######## la_capture_writer ########
la_capture_writer, M4 wires:
Drawn at 3 px/um. Supply wires on this layer in grey.
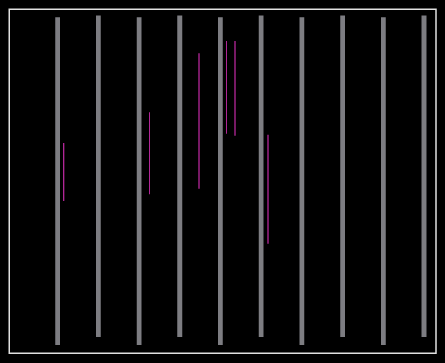

$ cat src/rtl/la_capture_writer.sv
// ---------------------------------------------------------------------------
// la_capture_writer
//
// Write-side capture controller for the logic-analyzer sample RAM
// (DATA_W x 2**ADDR_W simple dual-port). The incoming sample stream is
// written into the RAM as a circular buffer. A programmable pre-trigger
// window is filled first, then the trigger sample is written, and then the
// post-trigger window is filled. When the capture stops, the RAM holds
// exactly one frame of DEPTH samples. The trigger address and the
// frame-start address are reported to the read-side unloader.
//
// Optional feature (off by default):
//   LA_CAPTURE_DECIM_EN - adds the decim_div input. Only every
//                         (decim_div+1)-th smp_valid is treated as a sample.
//
// Ports
//   wr_clk       in   capture clock, shared with the RAM write port
//   tb_wr_rst    in   asynchronous active-high reset
//   arm          in   pulse: start a capture (honoured in IDLE or DONE only)
//   abort        in   pulse: return to IDLE from any state (wins over arm)
//   pre_depth    in   pre-trigger sample count, latched on an accepted arm
//   decim_div    in   decimation divider (LA_CAPTURE_DECIM_EN builds only)
//   trig         in   trigger qualifier, meaningful only with smp_valid
//   smp_valid    in   sample strobe
//   smp_data     in   sample value
//   ram_wr_en    out  RAM write enable (registered)
//   ram_wr_addr  out  RAM write address (registered)
//   ram_wr_data  out  RAM write data (registered)
//   busy         out  1 while in PRE, WAIT_TRIG or POST
//   done         out  1 in DONE until the next accepted arm, abort or reset
//   trig_addr    out  address of the trigger sample
//   start_addr   out  address of the oldest sample in the frame
// ---------------------------------------------------------------------------
module la_capture_writer #(
    parameter int ADDR_W = 11,
    parameter int DATA_W = 8
) (
    input  logic              wr_clk,
    input  logic              tb_wr_rst,
    input  logic              arm,
    input  logic              abort,
    input  logic [ADDR_W-1:0] pre_depth,
`ifdef LA_CAPTURE_DECIM_EN
    input  logic [15:0]       decim_div,
`endif
    input  logic              trig,
    input  logic              smp_valid,
    input  logic [DATA_W-1:0] smp_data,
    output logic              ram_wr_en,
    output logic [ADDR_W-1:0] ram_wr_addr,
    output logic [DATA_W-1:0] ram_wr_data,
    output logic              busy,
    output logic              done,
    output logic [ADDR_W-1:0] trig_addr,
    output logic [ADDR_W-1:0] start_addr
);

    typedef enum logic [2:0] {
        ST_IDLE,
        ST_PRE,
        ST_WAIT_TRIG,
        ST_POST,
        ST_DONE
    } state_t;

    localparam logic [ADDR_W-1:0] ADDR_ZERO = '0;
    localparam logic [ADDR_W-1:0] ADDR_ONE  = {{(ADDR_W-1){1'b0}}, 1'b1};
    localparam logic [ADDR_W-1:0] ADDR_MAX  = '1;

    state_t            state;
    logic [ADDR_W-1:0] wp;
    logic [ADDR_W-1:0] cnt;
    logic [ADDR_W-1:0] post_cnt;
    logic [ADDR_W-1:0] pre_lat;
    logic [ADDR_W-1:0] post_load;
    logic              in_capture;
    logic              sample_ok;
    logic              arm_ok;

    // An arm is only accepted from a resting state, and abort overrides it.
    assign in_capture = (state == ST_PRE) || (state == ST_WAIT_TRIG) || (state == ST_POST);
    assign arm_ok     = arm && !abort && ((state == ST_IDLE) || (state == ST_DONE));

    // Post-trigger length makes pre + trigger + post fill the whole RAM.
    assign post_load  = ADDR_MAX - pre_lat;

    // Oldest sample of the frame; modulo DEPTH via natural ADDR_W wrap.
    assign start_addr = trig_addr - pre_lat;

`ifdef LA_CAPTURE_DECIM_EN
    logic [15:0] div_lat;
    logic [15:0] phase;

    // Only the first strobe of each (div+1)-long phase cycle is kept, so a
    // trigger on a dropped strobe is never seen by the FSM.
    assign sample_ok = smp_valid && (phase == 16'd0);

    // Decimation phase counter, restarted on every accepted arm and stepped
    // on every strobe (kept or dropped) while a capture is running.
    always_ff @(posedge wr_clk or posedge tb_wr_rst) begin
        if (tb_wr_rst) begin
            div_lat <= 16'd0;
            phase   <= 16'd0;
        end else if (arm_ok) begin
            div_lat <= decim_div;
            phase   <= 16'd0;
        end else if (in_capture && smp_valid && !abort) begin
            phase <= (phase == div_lat) ? 16'd0 : phase + 16'd1;
        end
    end
`else
    assign sample_ok = smp_valid;
`endif

    // Capture FSM with registered RAM write port and status outputs.
    // Every kept sample in PRE/WAIT_TRIG/POST is written at wp one cycle
    // later; the FSM only counts those writes to decide when to move on.
    always_ff @(posedge wr_clk or posedge tb_wr_rst) begin
        if (tb_wr_rst) begin
            state       <= ST_IDLE;
            wp          <= ADDR_ZERO;
            cnt         <= ADDR_ZERO;
            post_cnt    <= ADDR_ZERO;
            pre_lat     <= ADDR_ZERO;
            trig_addr   <= ADDR_ZERO;
            ram_wr_en   <= 1'b0;
            ram_wr_addr <= ADDR_ZERO;
            ram_wr_data <= '0;
            busy        <= 1'b0;
            done        <= 1'b0;
        end else begin
            ram_wr_en <= 1'b0;
            if (abort) begin
                state <= ST_IDLE;
                busy  <= 1'b0;
                done  <= 1'b0;
            end else begin
                if (in_capture && sample_ok) begin
                    ram_wr_en   <= 1'b1;
                    ram_wr_addr <= wp;
                    ram_wr_data <= smp_data;
                    wp          <= wp + ADDR_ONE;
                end
                case (state)
                    ST_IDLE, ST_DONE: begin
                        if (arm_ok) begin
                            pre_lat  <= pre_depth;
                            wp       <= ADDR_ZERO;
                            cnt      <= ADDR_ZERO;
                            post_cnt <= ADDR_ZERO;
                            done     <= 1'b0;
                            busy     <= 1'b1;
                            state    <= (pre_depth != ADDR_ZERO) ? ST_PRE : ST_WAIT_TRIG;
                        end
                    end
                    ST_PRE: begin
                        if (sample_ok) begin
                            cnt <= cnt + ADDR_ONE;
                            if ((cnt + ADDR_ONE) == pre_lat) begin
                                state <= ST_WAIT_TRIG;
                            end
                        end
                    end
                    ST_WAIT_TRIG: begin
                        if (sample_ok && trig) begin
                            trig_addr <= wp;
                            post_cnt  <= post_load;
                            if (post_load == ADDR_ZERO) begin
                                state <= ST_DONE;
                                busy  <= 1'b0;
                                done  <= 1'b1;
                            end else begin
                                state <= ST_POST;
                            end
                        end
                    end
                    ST_POST: begin
                        if (sample_ok) begin
                            post_cnt <= post_cnt - ADDR_ONE;
                            if (post_cnt == ADDR_ONE) begin
                                state <= ST_DONE;
                                busy  <= 1'b0;
                                done  <= 1'b1;
                            end
                        end
                    end
                    default: begin
                        state <= ST_IDLE;
                        busy  <= 1'b0;
                        done  <= 1'b0;
                    end
                endcase
            end
        end
    end

endmodule

$ cat config.mk
export PLATFORM = sky130hd
export DESIGN_NAME = la_capture_writer
export DESIGN_NICKNAME = d
export VERILOG_FILES = /design/src/rtl/la_capture_writer.sv
export SDC_FILE = /design/constraint.sdc
export NUM_CORES = 1
export LEC_CHECK = 0
export ABC_AREA = 1
export CORE_ASPECT_RATIO = 0.8
export CORE_MARGIN = 2
export CORE_UTILIZATION = 30
export DETAILED_ROUTE_END_ITERATION = 8
export MAX_ROUTING_LAYER = met4
export PLACE_DENSITY_LB_ADDON = 0.2
export RECOVER_POWER = 100
export SYNTH_ARGS = -nofsm -noshare
export SYNTH_HDL_FRONTEND = slang
export SYNTH_SLANG_ARGS = --single-unit
$ cat constraint.sdc
create_clock -name wr_clk -period 4.5 [get_ports wr_clk]
set_clock_uncertainty 0.2 [all_clocks]
set_input_delay 0.45 -clock wr_clk [delete_from_list [all_inputs] [get_ports wr_clk]]
set_output_delay 0.45 -clock wr_clk [all_outputs]
set_load 0.005 [all_outputs]
######## mmio_gpio ########
--- src/rtl/mmio_gpio.sv ---
// mmio_gpio: memory-mapped GPIO with atomic set/clear/toggle, synchronised inputs and edge IRQ
// Ports: CLK rising-edge clock; RSTN async active-low reset; MADDR/MDATAO/MWSTB/WE/RE bus request;
// RDATA/HIT registered read response; GPIO_IN async inputs; GPIO_OUT outputs; IRQ level interrupt.
// Build option: define GPIO_IRQ_EN to include edge detect, IRQ_EN/IRQ_STAT/IRQ_EDGE and IRQ.
module mmio_gpio #(
    parameter logic [31:0] GPIO_BASE  = 32'h0012_0000,
    parameter int          GPIO_WIDTH = 32,
    parameter logic [31:0] OUT_RESET  = 32'h0
) (
    input  logic                  CLK,
    input  logic                  RSTN,
    input  logic [31:2]           MADDR,
    input  logic [31:0]           MDATAO,
    input  logic [3:0]            MWSTB,
    input  logic                  WE,
    input  logic                  RE,
    output logic [31:0]           RDATA,
    output logic                  HIT,
    input  logic [GPIO_WIDTH-1:0] GPIO_IN,
    output logic [GPIO_WIDTH-1:0] GPIO_OUT,
    output logic                  IRQ
);
    localparam logic [31:0] W_MASK = GPIO_WIDTH >= 32 ? 32'hFFFF_FFFF : (32'h1 << GPIO_WIDTH) - 32'h1;
    logic [GPIO_WIDTH-1:0] r_sync1, r_sync2;
    logic [31:0]           r_out, r_rdata;
    logic                  r_hit;
    logic [31:0]           w_lane, w_set, w_in, w_out_nxt, w_rdata;
    logic                  w_sel, w_wr, w_rd;
    logic [2:0]            w_idx;
    assign w_sel = (WE | RE) && MADDR[31:5] == GPIO_BASE[31:5];
    assign w_wr  = WE & w_sel;
    assign w_rd  = RE & w_sel;
    assign w_idx = MADDR[4:2];
    // Byte-lane mask limited to implemented channels; all write kinds are gated by it.
    assign w_lane = {{8{MWSTB[3]}}, {8{MWSTB[2]}}, {8{MWSTB[1]}}, {8{MWSTB[0]}}} & W_MASK;
    assign w_set  = MDATAO & w_lane;
    assign w_in   = 32'(r_sync2);
    assign w_out_nxt = !w_wr          ? r_out :
                       w_idx == 3'd0  ? (r_out & ~w_lane) | w_set :
                       w_idx == 3'd1  ? r_out | w_set :
                       w_idx == 3'd2  ? r_out & ~w_set :
                       w_idx == 3'd3  ? r_out ^ w_set : r_out;
`ifdef GPIO_IRQ_EN
    logic [GPIO_WIDTH-1:0] r_prev;
    logic [31:0]           r_en, r_stat, r_edge, w_ev, w_w1c;
    assign w_ev  = (r_edge & w_in & ~32'(r_prev)) | (~r_edge & ~w_in & 32'(r_prev));
    assign w_w1c = (w_wr && w_idx == 3'd6) ? w_set : 32'h0;
    always_ff @(posedge CLK or negedge RSTN) begin
        if (!RSTN) begin
            r_prev <= '0;
            r_en   <= '0;
            r_stat <= '0;
            r_edge <= '0;
        end else begin
            r_prev <= r_sync2;
            r_en   <= (w_wr && w_idx == 3'd5) ? (r_en & ~w_lane) | w_set : r_en;
            r_edge <= (w_wr && w_idx == 3'd7) ? (r_edge & ~w_lane) | w_set : r_edge;
            // Event OR-ed in after the clear so a same-cycle event survives the W1C.
            r_stat <= (r_stat & ~w_w1c) | w_ev;
        end
    end
    assign IRQ = |(r_stat & r_en);
    assign w_rdata = w_idx == 3'd0 ? r_out :
                     w_idx == 3'd4 ? w_in :
                     w_idx == 3'd5 ? r_en :
                     w_idx == 3'd6 ? r_stat :
                     w_idx == 3'd7 ? r_edge : 32'h0;
`else
    assign IRQ = 1'b0;
    assign w_rdata = w_idx == 3'd0 ? r_out :
                     w_idx == 3'd4 ? w_in : 32'h0;
`endif
    always_ff @(posedge CLK or negedge RSTN) begin
        if (!RSTN) begin
            r_out   <= OUT_RESET & W_MASK;
            r_sync1 <= '0;
            r_sync2 <= '0;
            r_rdata <= '0;
            r_hit   <= 1'b0;
        end else begin
            r_out   <= w_out_nxt;
            r_sync1 <= GPIO_IN;
            r_sync2 <= r_sync1;
            r_hit   <= w_rd;
            if (w_rd)
                r_rdata <= w_rdata;
        end
    end
    assign GPIO_OUT = r_out[GPIO_WIDTH-1:0];
    assign RDATA    = r_rdata;
    assign HIT      = r_hit;
endmodule

--- config.mk ---
export PLATFORM = sky130hd
export DESIGN_NAME = mmio_gpio
export DESIGN_NICKNAME = d
export VERILOG_FILES = /design/src/rtl/mmio_gpio.sv
export SDC_FILE = /design/constraint.sdc
export NUM_CORES = 1
export LEC_CHECK = 0
export CORE_MARGIN = 5
export CORE_UTILIZATION = 43
export DETAILED_ROUTE_END_ITERATION = 16
export GPL_ROUTABILITY_DRIVEN = 0
export HOLD_SLACK_MARGIN = 0.02
export PLACE_DENSITY = 0.81
export SLEW_MARGIN = 20
export SYNTH_ARGS = -nofsm -noshare
export SYNTH_HDL_FRONTEND = slang
export SYNTH_SLANG_ARGS = --single-unit
--- constraint.sdc ---
create_clock -name CLK -period 3.5 [get_ports CLK]
set_clock_uncertainty 0.1 [all_clocks]
set_input_delay 1.05 -clock CLK [delete_from_list [all_inputs] [get_ports CLK]]
set_output_delay 1.05 -clock CLK [all_outputs]
set_load 0.01 [all_outputs]
mmio_gpio, nets reached from selected ports:
Drawn at 2 px/um.
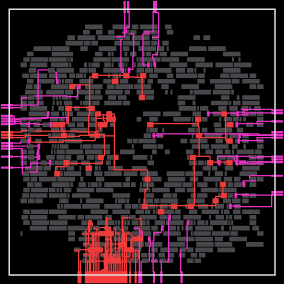
`MADDR`: shown in red, bits 30, direction input, edge 27 bottom, 3 left, end cells 45, wire 1270 um. `MDATAO`: shown in magenta, bits 32, direction input, edge 12 right, 11 left, 5 bottom, 4 top, end cells 32, wire 873 um.
Ports: 168
IO Port Bufs: 166

==> GITHUB_STEP_SUMMARY, mmio_gpio <==
## Implementation flow summary

| Metric | Value |
|---|---|
| Xor/xnor share | 0% |
| Unrepaired setup endpoints after global routing | false |
| Flop area | between 3000 and 4000 um^2 |
| WS Path Type | input port to flop |
| # clk buffers | 23 |
| Post-Place Cells | a little under 900 |
| Share of the synthesized area in the top cell type | 50.3% |
| Post-Route Utilization | approximately 61% |
| N_taps | about 180 |
| First-pass GRT wire length | roughly 27000 um |
| VDD IR max | 0.362 mV |
| Outcome | finished, final reports clean |
| Mux share | between 10% and 20% |
| Flip-flops | approximately 130 |
| Hold Slack | between 0.2 and 0.25 ns |
| Fraction of registers with async set or reset after synthesis | 100% |
| Clock-net power | around 1.8 mW |
| CORE AREA | around 15000 um^2 |
| Syn_area_per_cell | around 12 um^2 |
| Initial antenna violation count | 1 |
| CP endpoint | RDATA[20] |
| Unique cell types | 28 |
| Post-DP Area | approximately 8400 um^2 |
| Final non-filler cell total | 901 |
| DR pass1 iterations | 4 |
| Count leader, synth | dfrtp_1 |
| CTS buffer count | 17 |
| Global route overflow | 0 |
| ClkCell Share | between 6 and 7% |
| Top class by area | flip-flops and latches |
| Die H | about 130 um |
| Slew headroom | between 40 and 50% |
| Pleak | 3.87 nW |
| Reg clk slew, reported paths | around 0.050 ns |
| Largest net degree at the start of global routing | just under 80 |
| CP max stage cell | clkdlybuf4s50_1 |
| Floorplan core density | 44.0% |
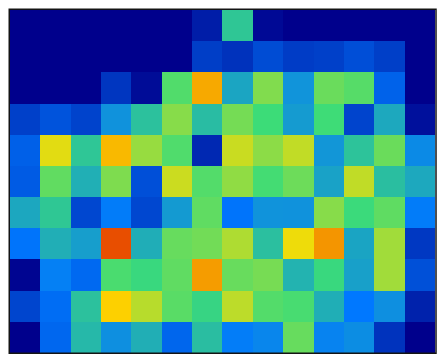
la_capture_writer: cell area per tile
Drawn at 3 px/um. The die is cut into 14 by 11 equal tiles; dark blue is low, red is high, 0 to 100% covered.
The fullest tile reaches 91%. 3.9% of the tiles are over 75% full. The mean over all tiles is 34%. The emptiest ninth of the die: upper left. 17% of the tiles are nearly empty.
floorplan core density: 30.5%
CORE AREA: 14900 um^2
Post-Route Utilization: 37.9%

Notes on 'M4 wires' of la_capture_writer above:
5 nets have wire on it. The layer carries 189 um of wire. The wires run mostly vertical.
Via Count: 4145
Detailed Route WL: 12800 um

==> GITHUB_STEP_SUMMARY, la_capture_writer <==
## Implementation flow summary

| Metric | Value |
|---|---|
| Post-CTS Repair Setup Buffers | 0 |
| Inverters | around 80 |
| Failing checks | capacitance limit, slew limit |
| CP arrival | between 3 and 4 ns |
| IO Port Bufs | 68 |
| Sequential cell area share | a little over a third |
| Internal cell power | between 2 and 2.5 mW |
| Outcome | finished, violations left |
| Simple Share, Synth | 26.8% |
| Registers, synthesis | approximately 80 |
| Post-DP Area | approximately 5400 um^2 |
| NonClk Buf Share | around an eighth |
| Max-Cap Viols | 1 |
| Critical path, cell by cell | dlygate4sd3_1 -> nor3_1 -> clkbuf_1 -> o22ai_1 -> inv_1 -> nand3_2 -> o21ai_0 |
| Layout area overhead | 24.3% |
| Hold Slack | between 0.2 and 0.3 ns |
| Post-layout period usage | 79.2% |
| Count of pins over their slew limit | 51 |
| Leading area contributor after synthesis | dfrtp_1 |
| Floorplan net count | 628 |
| Final non-filler cell total | 849 |

==> layout pictures side by side <==
Track usage over the die.
shot_01.png
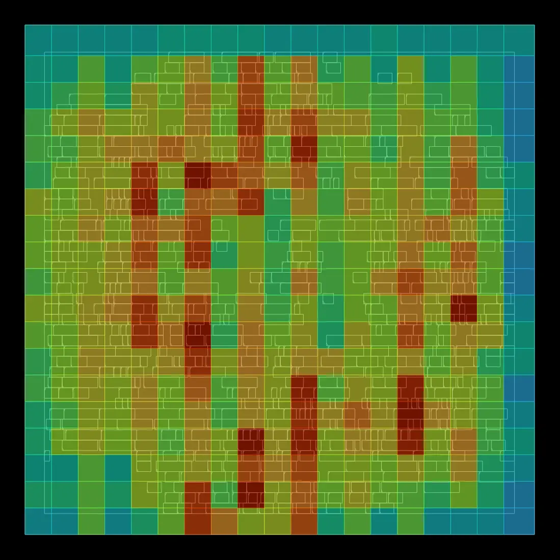
shot_02.png
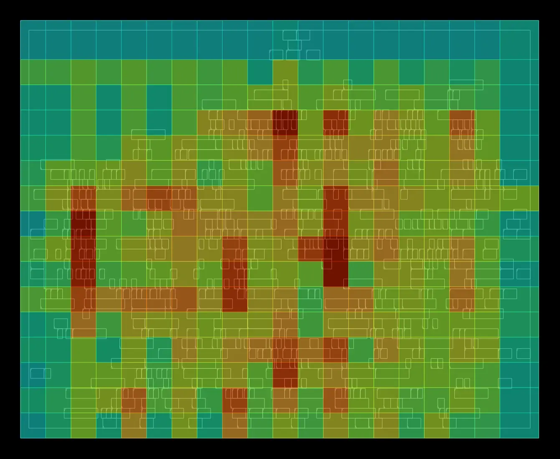
- most wire per cell: shot_01.png
- highest utilization: shot_01.png
shot_02.png -> la_capture_writer
shot_01.png -> mmio_gpio


######## tcam_request_scheduler ########
$ cat config.mk
export PLATFORM = sky130hd
export DESIGN_NAME = tcam_request_scheduler
export DESIGN_NICKNAME = d
export VERILOG_FILES = /design/src/rtl/tcam_pkg.sv /design/src/rtl/tcam_req_fifo.sv /design/src/rtl/tcam_request_scheduler.sv
export SDC_FILE = /design/constraint.sdc
export NUM_CORES = 1
export LEC_CHECK = 0
export CAP_MARGIN = 10
export CORE_ASPECT_RATIO = 1.4
export CORE_MARGIN = 2
export CORE_UTILIZATION = 51
export DETAILED_ROUTE_END_ITERATION = 10
export GPL_TIMING_DRIVEN = 0
export PLACE_DENSITY_LB_ADDON = 0.15
export SKIP_CTS_REPAIR_TIMING = 1
export SLEW_MARGIN = 20
export SYNTH_ARGS = -nofsm -noshare
export SYNTH_HDL_FRONTEND = slang
export SYNTH_SLANG_ARGS = --single-unit
$ cat constraint.sdc
create_clock -name CLK -period 3.3 [get_ports CLK]
set_input_delay 0.495 -clock CLK [delete_from_list [all_inputs] [get_ports CLK]]
set_output_delay 0.495 -clock CLK [all_outputs]
set_load 0.02 [all_outputs]
$ cat src/rtl/tcam_pkg.sv
// Shared widths, op encoding, FSM states and request layout for the TCAM request front-end.
// Latency: n/a (declarations only).
// Backpressure: n/a (declarations only).
package tcam_pkg;

    localparam int KWID    = 10;
    localparam int IDWID   = 2;
    localparam int PRIOWID = IDWID;
    localparam int MASKWID = 5;
    localparam int TAGWID  = 4;
    localparam int SEGWID  = 2 + IDWID + MASKWID + KWID + PRIOWID;

    localparam logic OP_SEARCH  = 1'b0;
    localparam logic OP_SETTING = 1'b1;

    typedef enum logic [1:0] {
        ST_IDLE  = 2'd0,
        ST_ISSUE = 2'd1,
        ST_WAIT  = 2'd2,
        ST_RESP  = 2'd3
    } state_t;

    // "priority" is a keyword, so the field is named prio
    typedef struct packed {
        logic               op;
        logic [KWID-1:0]    key;
        logic [IDWID-1:0]   id;
        logic [MASKWID-1:0] maskid;
        logic [PRIOWID-1:0] prio;
        logic [TAGWID-1:0]  tag;
    } req_t;

    localparam int REQ_W = $bits(req_t);

endpackage

$ cat src/rtl/tcam_req_fifo.sv
// Generic synchronous FIFO with occupancy count; head word is presented combinationally.
// Latency: a pushed word is visible at the head one cycle after the push edge.
// Backpressure: pushes are refused while full (even with a same-cycle pop); pops of an empty FIFO are ignored.
module tcam_req_fifo #(
    parameter int WIDTH = 8,
    parameter int DEPTH = 4,
    parameter int AWID  = 2
) (
    input  logic             CLK,
    input  logic             RESET,
    input  logic             push_vld,
    input  logic [WIDTH-1:0] push_dat,
    input  logic             pop_vld,
    output logic [WIDTH-1:0] pop_dat,
    output logic [AWID:0]    count,
    output logic             full,
    output logic             empty
);

    logic [WIDTH-1:0] mem [DEPTH];
    logic [AWID-1:0]  wr_ptr;
    logic [AWID-1:0]  rd_ptr;
    logic             do_push;
    logic             do_pop;

    assign full    = (count == (AWID+1)'(DEPTH));
    assign empty   = (count == '0);
    assign do_push = push_vld & ~full;
    assign do_pop  = pop_vld & ~empty;
    assign pop_dat = mem[rd_ptr];

    // Pointers wrap naturally because DEPTH is a power of two
    always_ff @(posedge CLK) begin
        if (RESET) begin
            wr_ptr <= '0;
            rd_ptr <= '0;
            count  <= '0;
        end else begin
            if (do_push) wr_ptr <= wr_ptr + 1'b1;
            if (do_pop)  rd_ptr <= rd_ptr + 1'b1;
            case ({do_push, do_pop})
                2'b10:   count <= count + 1'b1;
                2'b01:   count <= count - 1'b1;
                default: count <= count;
            endcase
        end
    end

    // Storage needs no reset; a flush is just a pointer/count reset
    always_ff @(posedge CLK) begin
        if (do_push) mem[wr_ptr] <= push_dat;
    end

endmodule

$ cat src/rtl/tcam_request_scheduler.sv
// Buffers search/setting requests and issues them one at a time to the TCAM controller, returning tagged responses.
// Latency: accept at edge N -> pop N+1 -> TCAM pulse after N+2; response registered on the edge that samples the complete.
// Backpressure: REQ_READY low while the FIFO is full; response held in RESP until RSP_READY, stalling further issue.
module tcam_request_scheduler
    import tcam_pkg::*;
#(
    parameter int FIFO_DEPTH     = 4,
    parameter int FIFO_AWID      = 2,
    parameter int TO_WID         = 10,
    parameter int TIMEOUT_CYCLES = 1023
) (
    input  logic                 CLK,
    input  logic                 RESET,
    input  logic                 REQ_VALID,
    output logic                 REQ_READY,
    input  logic                 REQ_OP,
    input  logic [KWID-1:0]      REQ_KEY,
    input  logic [IDWID-1:0]     REQ_ID,
    input  logic [MASKWID-1:0]   REQ_MASKID,
    input  logic [PRIOWID-1:0]   REQ_PRIORITY,
    input  logic [TAGWID-1:0]    REQ_TAG,
    output logic                 TCAM_SEARCH,
    output logic                 TCAM_SETTING,
    output logic [KWID-1:0]      TCAM_KEY,
    output logic [IDWID-1:0]     TCAM_SETTING_ID,
    output logic [MASKWID-1:0]   TCAM_SETTING_MASKID,
    output logic [PRIOWID-1:0]   TCAM_SETTING_PRIORITY,
    input  logic [IDWID-1:0]     TCAM_RULEID,
    input  logic                 TCAM_MISMATCH,
    input  logic                 TCAM_SEARCH_COMPLETE,
    input  logic                 TCAM_SETTING_COMPLETE,
    output logic                 RSP_VALID,
    input  logic                 RSP_READY,
    output logic                 RSP_OP,
    output logic [TAGWID-1:0]    RSP_TAG,
    output logic [IDWID-1:0]     RSP_RULEID,
    output logic                 RSP_MISMATCH,
    output logic                 RSP_TIMEOUT,
    output logic [FIFO_AWID:0]   FIFO_COUNT,
    output logic                 BUSY
);

    state_t             state;
    state_t             state_nxt;
    req_t               req_in;
    req_t               fifo_head;
    req_t               cmd;
    logic               fifo_full;
    logic               fifo_empty;
    logic               fifo_pop;
    logic               done_hit;
    logic               to_hit;
    logic [TO_WID-1:0]  to_cnt;

    assign req_in = '{op: REQ_OP, key: REQ_KEY, id: REQ_ID, maskid: REQ_MASKID,
                      prio: REQ_PRIORITY, tag: REQ_TAG};

    tcam_req_fifo #(
        .WIDTH (REQ_W),
        .DEPTH (FIFO_DEPTH),
        .AWID  (FIFO_AWID)
    ) u_fifo (
        .CLK      (CLK),
        .RESET    (RESET),
        .push_vld (REQ_VALID),
        .push_dat (req_in),
        .pop_vld  (fifo_pop),
        .pop_dat  (fifo_head),
        .count    (FIFO_COUNT),
        .full     (fifo_full),
        .empty    (fifo_empty)
    );

    assign REQ_READY             = ~fifo_full;
    assign RSP_VALID             = (state == ST_RESP);
    assign BUSY                  = (state != ST_IDLE) | ~fifo_empty;
    assign TCAM_KEY              = cmd.key;
    assign TCAM_SETTING_ID       = cmd.id;
    assign TCAM_SETTING_MASKID   = cmd.maskid;
    assign TCAM_SETTING_PRIORITY = cmd.prio;

    // Next-state decode; only the complete matching the held op counts, and it beats a same-cycle timeout
    always_comb begin
        state_nxt = state;
        fifo_pop  = 1'b0;
        done_hit  = 1'b0;
        to_hit    = 1'b0;
        case (state)
            ST_IDLE: begin
                if (!fifo_empty) begin
                    fifo_pop  = 1'b1;
                    state_nxt = ST_ISSUE;
                end
            end
            ST_ISSUE: state_nxt = ST_WAIT;
            ST_WAIT: begin
                done_hit = (cmd.op == OP_SEARCH) ? TCAM_SEARCH_COMPLETE : TCAM_SETTING_COMPLETE;
                to_hit   = !done_hit && (to_cnt == TO_WID'(TIMEOUT_CYCLES - 1));
                if (done_hit || to_hit) state_nxt = ST_RESP;
            end
            ST_RESP: begin
                if (RSP_READY) state_nxt = ST_IDLE;
            end
            default: state_nxt = ST_IDLE;
        endcase
    end

    // State register
    always_ff @(posedge CLK) begin
        if (RESET) state <= ST_IDLE;
        else        state <= state_nxt;
    end

    // Command hold, issue pulses, WAIT timer and response capture
    always_ff @(posedge CLK) begin
        if (RESET) begin
            cmd          <= '0;
            to_cnt       <= '0;
            TCAM_SEARCH  <= 1'b0;
            TCAM_SETTING <= 1'b0;
            RSP_OP       <= 1'b0;
            RSP_TAG      <= '0;
            RSP_RULEID   <= '0;
            RSP_MISMATCH <= 1'b0;
            RSP_TIMEOUT  <= 1'b0;
        end else begin
            TCAM_SEARCH  <= (state == ST_ISSUE) && (cmd.op == OP_SEARCH);
            TCAM_SETTING <= (state == ST_ISSUE) && (cmd.op == OP_SETTING);
            if (fifo_pop) cmd <= fifo_head;
            if (state == ST_ISSUE)     to_cnt <= '0;
            else if (state == ST_WAIT) to_cnt <= to_cnt + 1'b1;
            if (done_hit) begin
                RSP_OP       <= cmd.op;
                RSP_TAG      <= cmd.tag;
                RSP_RULEID   <= (cmd.op == OP_SEARCH) ? TCAM_RULEID : cmd.id;
                RSP_MISMATCH <= (cmd.op == OP_SEARCH) ? TCAM_MISMATCH : 1'b0;
                RSP_TIMEOUT  <= 1'b0;
            end else if (to_hit) begin
                RSP_OP       <= cmd.op;
                RSP_TAG      <= cmd.tag;
                RSP_RULEID   <= '0;
                RSP_MISMATCH <= 1'b1;
                RSP_TIMEOUT  <= 1'b1;
            end
        end
    end

endmodule

######## bus_arbiter_rr ########
--- config.mk ---
export PLATFORM = sky130hd
export DESIGN_NAME = bus_arbiter_rr
export DESIGN_NICKNAME = d
export VERILOG_FILES = /design/src/rtl/bus_arbiter_rr.sv
export SDC_FILE = /design/constraint.sdc
export NUM_CORES = 1
export LEC_CHECK = 0
export CAP_MARGIN = 15
export CORE_AREA = 2 2 154 156
export DETAILED_ROUTE_END_ITERATION = 16
export DIE_AREA = 0 0 156 158
export GPL_TIMING_DRIVEN = 0
export SLEW_MARGIN = 25
export SYNTH_ARGS = -nofsm -noshare
export SYNTH_HDL_FRONTEND = slang
export SYNTH_SLANG_ARGS = --single-unit
export TNS_END_PERCENT = 1
--- constraint.sdc ---
create_clock -name clk -period 2.1 [get_ports clk]
set_clock_uncertainty 0.2 [all_clocks]
set_input_delay 0.21 -clock clk [delete_from_list [all_inputs] [get_ports clk]]
set_output_delay 0.21 -clock clk [all_outputs]
set_load 0.05 [all_outputs]
--- src/rtl/bus_arbiter_rr.sv ---
// Round-robin arbiter and master multiplexer for a four-master shared bus.
// A watchdog forces a ready and pulses an interrupt when a slave access hangs.
module bus_arbiter_rr #(
  parameter int unsigned NUM_MST = 4,
  parameter int unsigned ADDR_W  = 30,
  parameter int unsigned DATA_W  = 32,
  parameter int unsigned TIMEOUT = 255
) (
  input  logic                        clk,
  input  logic                        reset,
  input  logic [NUM_MST-1:0]          m_req_,
  input  logic [NUM_MST*ADDR_W-1:0]   m_addr,
  input  logic [NUM_MST-1:0]          m_as_,
  input  logic [NUM_MST-1:0]          m_rw,
  input  logic [NUM_MST*DATA_W-1:0]   m_wr_data,
  output logic [NUM_MST-1:0]          m_grnt_,
  output logic [DATA_W-1:0]           m_rd_data,
  output logic                        m_rdy_,
  output logic [ADDR_W-1:0]           s_addr,
  output logic                        s_as_,
  output logic                        s_rw,
  output logic [DATA_W-1:0]           s_wr_data,
  input  logic [DATA_W-1:0]           s_rd_data,
  input  logic                        s_rdy_,
  output logic                        timeout_irq,
  output logic [1:0]                  timeout_mst
);

  localparam int unsigned WDT_W = 8;

  localparam logic ST_IDLE = 1'b0;
  localparam logic ST_OWN  = 1'b1;

  logic               state_q, state_d;
  logic [1:0]         owner_q, owner_d;
  logic [1:0]         last_q,  last_d;
  logic [WDT_W-1:0]   wdt_q,   wdt_d;
  logic [NUM_MST-1:0] grnt_q,  grnt_d;
  logic               irq_q,   irq_d;
  logic [1:0]         tmst_q,  tmst_d;
  logic [NUM_MST-1:0] req;

  // First requester found scanning base+1, base+2, ... (mod 4).
  function automatic logic [1:0] rr_pick(input logic [1:0] base, input logic [NUM_MST-1:0] r);
    logic [1:0] idx;
    logic       found;
    rr_pick = base;
    found   = 1'b0;
    for (int i = 1; i <= 4; i++) begin
      idx = 2'(base + 2'(i));
      if (!found && r[idx]) begin
        rr_pick = idx;
        found   = 1'b1;
      end
    end
  endfunction

  assign req = ~m_req_;

  always_comb begin
    state_d   = state_q;
    owner_d   = owner_q;
    last_d    = last_q;
    grnt_d    = grnt_q;
    wdt_d     = '0;
    irq_d     = 1'b0;
    tmst_d    = tmst_q;
    s_addr    = '0;
    s_as_     = 1'b1;
    s_rw      = 1'b1;
    s_wr_data = '0;
    m_rdy_    = 1'b1;
    m_rd_data = '0;

    case (state_q)
      ST_IDLE: begin
        if (|req) begin
          owner_d = rr_pick(last_q, req);
          state_d = ST_OWN;
          grnt_d  = ~(NUM_MST'(1) << owner_d);
        end
      end
      default: begin
        s_addr    = m_addr[owner_q*ADDR_W +: ADDR_W];
        s_as_     = m_as_[owner_q];
        s_rw      = m_rw[owner_q];
        s_wr_data = m_wr_data[owner_q*DATA_W +: DATA_W];
        m_rdy_    = s_rdy_;
        m_rd_data = s_rd_data;

        // Hung access: a real ready in the same cycle wins over expiry.
        if (!m_as_[owner_q] && s_rdy_) begin
          if (wdt_q == WDT_W'(TIMEOUT)) begin
            m_rdy_    = 1'b0;
            m_rd_data = '0;
            irq_d     = 1'b1;
            tmst_d    = owner_q;
          end else begin
            wdt_d = wdt_q + WDT_W'(1);
          end
        end

        // Release: hand over without a gap, or fall back to idle.
        if (m_req_[owner_q]) begin
          last_d = owner_q;
          if (|req) begin
            owner_d = rr_pick(owner_q, req);
            grnt_d  = ~(NUM_MST'(1) << owner_d);
          end else begin
            state_d = ST_IDLE;
            grnt_d  = '1;
          end
        end
      end
    endcase
  end

  always_ff @(posedge clk or posedge reset) begin
    if (reset) begin
      state_q <= ST_IDLE;
      owner_q <= 2'd0;
      last_q  <= 2'd3;
      wdt_q   <= '0;
      grnt_q  <= '1;
      irq_q   <= 1'b0;
      tmst_q  <= 2'd0;
    end else begin
      state_q <= state_d;
      owner_q <= owner_d;
      last_q  <= last_d;
      wdt_q   <= wdt_d;
      grnt_q  <= grnt_d;
      irq_q   <= irq_d;
      tmst_q  <= tmst_d;
    end
  end

  assign m_grnt_     = grnt_q;
  assign timeout_irq = irq_q;
  assign timeout_mst = tmst_q;

endmodule

######## mem_access_ctrl ########
File: src/rtl/mem_pkg.sv
// ---------------------------------------------------------------------------
// mem_pkg
//   Shared definitions for the data-RAM access path.
//   - mem_state_e : controller state encoding (IDLE, ACCESS, RD_WAIT, RESP, ERR)
//   - MEM_DATA_WIDTH / MEM_ADDR_WIDTH : RAM word and address widths
//   - MEM_MAX_ADDR : highest populated word address
//   - MEM_READ_LATENCY : RAM clock edges from address sampling to valid data
// ---------------------------------------------------------------------------
package mem_pkg;

    localparam int MEM_DATA_WIDTH   = 16;
    localparam int MEM_ADDR_WIDTH   = 10;
    localparam int MEM_MAX_ADDR     = 511;
    localparam int MEM_READ_LATENCY = 1;

    typedef enum logic [2:0] {
        IDLE    = 3'd0,
        ACCESS  = 3'd1,
        RD_WAIT = 3'd2,
        RESP    = 3'd3,
        ERR     = 3'd4
    } mem_state_e;

endpackage : mem_pkg

File: src/rtl/mem_access_ctrl.sv
// ---------------------------------------------------------------------------
// mem_access_ctrl
//   Initiator-side controller for one port of the dual-port data RAM.
//   Takes single-word load/store requests over a valid/ready handshake,
//   drives registered RAM address/data/write-enable, waits out the RAM read
//   latency and returns a one-cycle response pulse. Requests above MAX_ADDR
//   never touch the RAM and get an error response instead.
//
// Ports
//   clk, reset             : clock (rising edge), synchronous active-high reset
//   req_valid/req_ready    : request handshake, accepted when both are high
//   req_we/addr/wdata      : store flag, word address, store data
//   resp_valid             : one-cycle completion pulse
//   resp_err               : out-of-range address (qualified by resp_valid)
//   resp_rdata             : load data / stored word / 0 on error
//   mem_addr/data/we       : registered RAM port controls
//   mem_q                  : RAM read data
// ---------------------------------------------------------------------------
module mem_access_ctrl
    import mem_pkg::*;
#(
    parameter int DATA_WIDTH   = MEM_DATA_WIDTH,
    parameter int ADDR_WIDTH   = MEM_ADDR_WIDTH,
    parameter int MAX_ADDR     = MEM_MAX_ADDR,
    parameter int READ_LATENCY = MEM_READ_LATENCY
) (
    input  logic                  clk,
    input  logic                  reset,
    input  logic                  req_valid,
    output logic                  req_ready,
    input  logic                  req_we,
    input  logic [ADDR_WIDTH-1:0] req_addr,
    input  logic [DATA_WIDTH-1:0] req_wdata,
    output logic                  resp_valid,
    output logic                  resp_err,
    output logic [DATA_WIDTH-1:0] resp_rdata,
    output logic [ADDR_WIDTH-1:0] mem_addr,
    output logic [DATA_WIDTH-1:0] mem_data,
    output logic                  mem_we,
    input  logic [DATA_WIDTH-1:0] mem_q
);

    // Widened compare so a MAX_ADDR at the top of the address space never
    // truncates into a false error.
    localparam logic [ADDR_WIDTH:0] MAX_ADDR_EXT = (ADDR_WIDTH+1)'(MAX_ADDR);
    localparam logic [1:0]          LAT_LAST     = 2'(READ_LATENCY - 1);

    mem_state_e            state_q, state_d;
    logic [1:0]            cnt_q, cnt_d;
    logic                  resp_valid_q, resp_valid_d;
    logic                  resp_err_q, resp_err_d;
    logic [DATA_WIDTH-1:0] resp_rdata_q, resp_rdata_d;
    logic [ADDR_WIDTH-1:0] mem_addr_q, mem_addr_d;
    logic [DATA_WIDTH-1:0] mem_data_q, mem_data_d;
    logic                  mem_we_q, mem_we_d;
    logic                  addr_oob;

    assign addr_oob = {1'b0, req_addr} > MAX_ADDR_EXT;

    always_comb begin
        // NOTE: every signal gets a default before the case so no path can
        // leave it unassigned and infer a latch.
        state_d      = state_q;
        cnt_d        = cnt_q;
        resp_valid_d = 1'b0;
        resp_err_d   = 1'b0;
        resp_rdata_d = resp_rdata_q;
        mem_addr_d   = mem_addr_q;
        mem_data_d   = mem_data_q;
        mem_we_d     = 1'b0;

        case (state_q)
            IDLE: begin
                // req_ready is high in IDLE, so req_valid alone means accept.
                if (req_valid) begin
                    if (addr_oob) begin
                        state_d      = ERR;
                        resp_valid_d = 1'b1;
                        resp_err_d   = 1'b1;
                        resp_rdata_d = '0;
                    end else begin
                        // The RAM port registers double as the captured request.
                        state_d    = ACCESS;
                        mem_addr_d = req_addr;
                        mem_data_d = req_wdata;
                        mem_we_d   = req_we;
                    end
                end
            end
            ACCESS: begin
                // mem_we_q holds the captured store flag for this cycle only.
                if (mem_we_q) begin
                    state_d      = RESP;
                    resp_valid_d = 1'b1;
                    resp_rdata_d = mem_data_q;
                end else begin
                    state_d = RD_WAIT;
                    cnt_d   = '0;
                end
            end
            RD_WAIT: begin
                // RAM sampled mem_addr at the end of ACCESS; data is valid
                // READ_LATENCY edges later, i.e. at the end of the last wait cycle.
                if (cnt_q == LAT_LAST) begin
                    state_d      = RESP;
                    resp_valid_d = 1'b1;
                    resp_rdata_d = mem_q;
                end else begin
                    cnt_d = cnt_q + 2'd1;
                end
            end
            RESP, ERR: begin
                state_d = IDLE;
            end
            default: begin
                state_d = IDLE;
            end
        endcase
    end

    always_ff @(posedge clk) begin
        // NOTE: state registers use non-blocking assignments so every flop
        // samples the pre-edge values regardless of statement order.
        if (reset) begin
            state_q      <= IDLE;
            cnt_q        <= '0;
            resp_valid_q <= 1'b0;
            resp_err_q   <= 1'b0;
            resp_rdata_q <= '0;
            mem_addr_q   <= '0;
            mem_data_q   <= '0;
            mem_we_q     <= 1'b0;
        end else begin
            state_q      <= state_d;
            cnt_q        <= cnt_d;
            resp_valid_q <= resp_valid_d;
            resp_err_q   <= resp_err_d;
            resp_rdata_q <= resp_rdata_d;
            mem_addr_q   <= mem_addr_d;
            mem_data_q   <= mem_data_d;
            mem_we_q     <= mem_we_d;
        end
    end

    assign req_ready  = (state_q == IDLE);
    assign resp_valid = resp_valid_q;
    assign resp_err   = resp_err_q;
    assign resp_rdata = resp_rdata_q;
    assign mem_addr   = mem_addr_q;
    assign mem_data   = mem_data_q;
    assign mem_we     = mem_we_q;

endmodule : mem_access_ctrl
File: config.mk
export PLATFORM = sky130hd
export DESIGN_NAME = mem_access_ctrl
export DESIGN_NICKNAME = d
export VERILOG_FILES = /design/src/rtl/mem_pkg.sv /design/src/rtl/mem_access_ctrl.sv
export SDC_FILE = /design/constraint.sdc
export NUM_CORES = 1
export LEC_CHECK = 0
export CORE_MARGIN = 2
export CORE_UTILIZATION = 44
export CTS_CLUSTER_SIZE = 20
export DETAILED_ROUTE_END_ITERATION = 10
export GPL_TIMING_DRIVEN = 0
export PLACE_DENSITY = 0.92
export SLEW_MARGIN = 15
export SYNTH_ARGS = -nofsm -noshare
export SYNTH_HDL_FRONTEND = slang
export SYNTH_SLANG_ARGS = --single-unit
File: constraint.sdc
create_clock -name clk -period 2.1 [get_ports clk]
set_input_delay 0.21 -clock clk [delete_from_list [all_inputs] [get_ports clk]]
set_output_delay 0.21 -clock clk [all_outputs]
set_load 0.02 [all_outputs]
bus_arbiter_rr, metal 3:
Drawn at 3 px/um. Cells faint in the background.
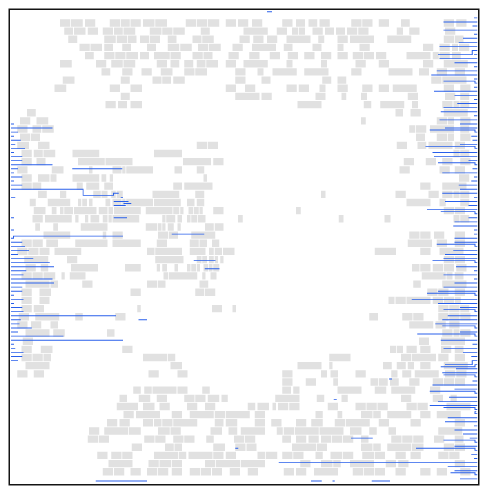
The layer carries 1450 um of wire. The wires run mostly horizontal. The longest straight run is 65.9 um. The layer holds 8.1% of the routed length.
Detailed Route WL: 18000 um
Via Count: 4149
routing usage on met3: 3.18%

==> GITHUB_STEP_SUMMARY, bus_arbiter_rr <==
## Implementation flow summary

| Metric | Value |
|---|---|
| Row cnt | ~56 |
| Routed length on met1 | 7080 um |
| Floorplan core density | 14.5% |
| Worst Slack Setup Final | -0.518 ns |
| Top class by area | non-clock buffers |
| Post-DP Area | 7710 um^2 |
| Largest net degree at the start of global routing | 21 |
| Simple Share, Synth | 26.7% |
| DRT antenna net count | 0 |
| Finish-stage setup viols | a little under 100 |
| Failing checks | setup timing |
| AND-OR/OR-AND Cells, Area Fraction | between 5 and 6% |
| Power Total | ~9.1 mW |
| Count of pins over their slew limit | 0 |
| Post-layout period usage | 125% |
| Drt wl/cell | approximately 18 um |
| Outcome | finished, violations left |
| Global route overflow | 0 |
| Most frequent cells in the layout | 299 x clkdlybuf4s50_1, 65 x mux4_2, 40 x buf_6 |
| DR DRC count | 0 |
| Routed length on met3 | roughly 1500 um |
| Pleak | 3.14 nW |
| Vias in the first global route | ~4100 |
| Tally of OpenROAD warnings | 29 |
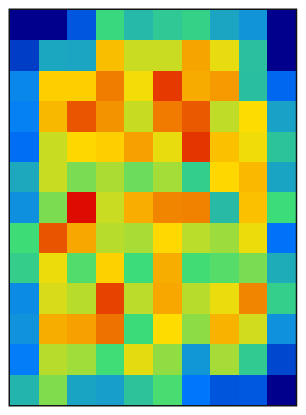
tcam_request_scheduler: cell area per tile
Drawn at 3 px/um. The die is cut into 10 by 13 equal tiles; dark blue is low, red is high, 0 to 100% covered.
3.8% of the tiles are nearly empty. The mean over all tiles is 57%. 28% of the tiles are over 75% full. The fullest tile reaches 99%.
floorplan core density: 52.4%
Post-Route Utilization: 64.9%
CORE AREA: 11300 um^2

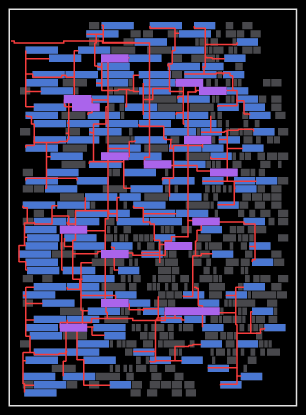
tcam_request_scheduler: routed clock nets over the placement
Drawn at 3 px/um.
clock wires: shown in red, length 1680 um. clock drivers: shown in purple, count 17. flip-flops: shown in blue, count 150.
There are 18 routed clock nets. Position of the flops: spread over the die.
clock-net power: 1.83 mW
Clock Power Share: 30.8%
Clk Latency, worst-skew pair: 0.41 ns
Clock Skews: 0.00928 ns

==> GITHUB_STEP_SUMMARY, tcam_request_scheduler <==
## Implementation flow summary

| Metric | Value |
|---|---|
| Worst r2r path cells | 10 |
| Top class by area | flip-flops and latches |
| Biggest area cells | edfxtp_1 49%, dfxtp_1 18%, mux4_2 9.1% |
| N_taps | between 100 and 150 |
| Overall die width | ~95 um |
| GR Util All Layers | roughly 19% |
| Flop area | around 4000 um^2 |
| Die H | between 100 and 150 um |
| Outcome | finished, final reports clean |
| H-tree depth | 4 |
| Fraction of registers with async set or reset after synthesis | 0% |
| Internal cell power | 4.23 mW |
| ClkCell Share | roughly 7.7% |
| Fin nets | about 540 |
| Routed length on met1 | between 4000 and 5000 um |
| Combinational cell power | 1.67 mW |
| Via Count | about 3400 |
| Post-DP Area | between 6000 and 7000 um^2 |
| Row cnt | ~46 |
| Combinational share of cell area | between 20% and 30% |
| Mux share | 10.2% |
| Max Fclk | roughly 370 MHz |
| Crit-path max FO | 10 |
| WS Path Type | flop to flop |
| Initial antenna violation count | 0 |
| Most frequent cells in the layout | 96 x edfxtp_1, 67 x clkdlybuf4s50_1, 56 x nand2_1 |
| Crit. End Element | flop |
| Mi-comb count | 213 |
| Reg2reg end | u_fifo.count[2] |
| Routing usage on met3 | 4.19% |
| Most flops, register | u_fifo.mem |
| Levels on crit path | 10 |
| P_seq | approximately 2.4 mW |
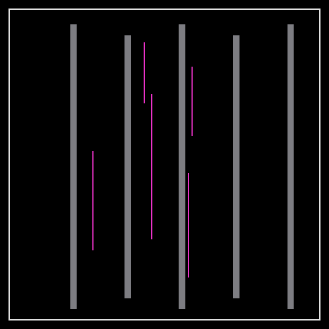
mem_access_ctrl: M4 wires
Drawn at 4 px/um. Supply wires on this layer in grey.
The layer carries 118 um of wire. The wires run mostly vertical.
Detailed Route WL: 6320 um
Via Count: 2278

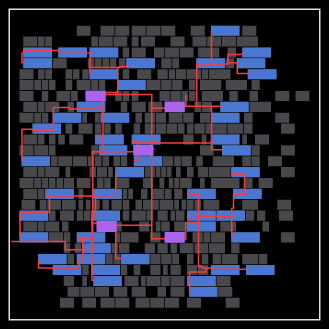
mem_access_ctrl: routed clock nets over the placement
Drawn at 4 px/um.
flip-flops: shown in blue, count 50. clock drivers: shown in purple, count 5. clock wires: shown in red, length 519 um.
There are 6 routed clock nets. Position of the flops: spread over the die.
Clk Latency, worst-skew pair: 0.30 ns
Clock Skews: 0.00498 ns

==> GITHUB_STEP_SUMMARY, mem_access_ctrl <==
## Implementation flow summary

| Metric | Value |
|---|---|
| Main flop type | dfxtp_1 |
| Root Driver | clkbuf_8 |
| Clock-net power | 0.524 mW |
| AND-OR/OR-AND Cells, Area Fraction | 15.9% |
| Global route overflow | 0 |
| Post-Place Cells | between 400 and 500 |
| Flip-flops | 50 |
| # diodes | 0 |
| Setup TNS | 0 ns |
| Outcome | finished, final reports clean |
| Pre-CTS setup slack | about 0.076 ns |
| CP startpoint | state_q[0] |
| Sequential cell area share | between 20% and 30% |
| Drt wl/cell | 14.6 um |
| Crit. End Element | output port |
| Pleak | between 1 and 1.5 nW |
| Routed length on met1 | around 2700 um |
| Min-delay src | reset |
| Hold Slack | 0.354 ns |
| Number of enable flip-flop cells | 0 |
| IO Port Bufs | 90 |
| P_seq | 1.05 mW |
| DR DRC count | 0 |
| Tally of OpenROAD warnings | 26 |
| Hold Buf Count CTS | 0 |

==> gallery <==
Nets reached from selected ports.
(a)
Drawn at 2 px/um.
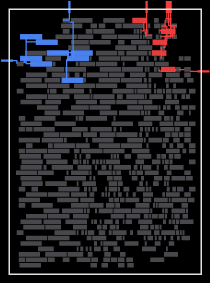
(b)
Drawn at 4 px/um.
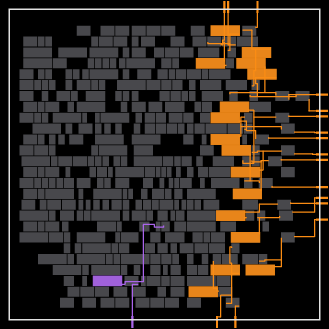
(c)
Drawn at 2 px/um.
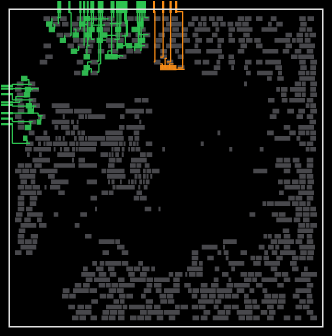
(c) comes from bus_arbiter_rr.
(b) comes from mem_access_ctrl.
(a) comes from tcam_request_scheduler.
- largest die: (c)
- fewest cells: (b)



==> layout pictures side by side <==
Track usage over the die.
picture 1
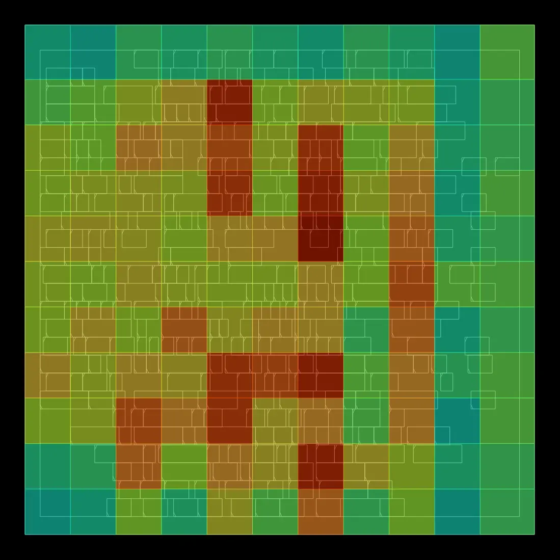
picture 2
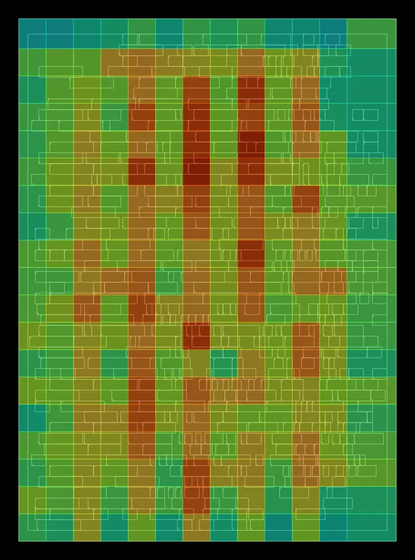
picture 3
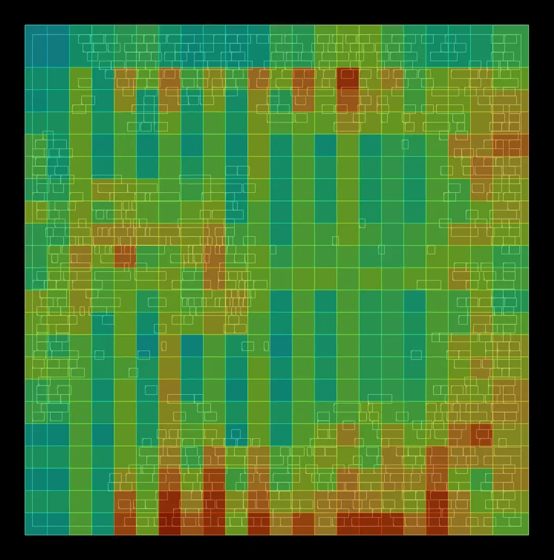
bus_arbiter_rr -> picture 3
mem_access_ctrl -> picture 1
tcam_request_scheduler -> picture 2

Power figures rest on the tool's default switching activity, not on a simulated workload.
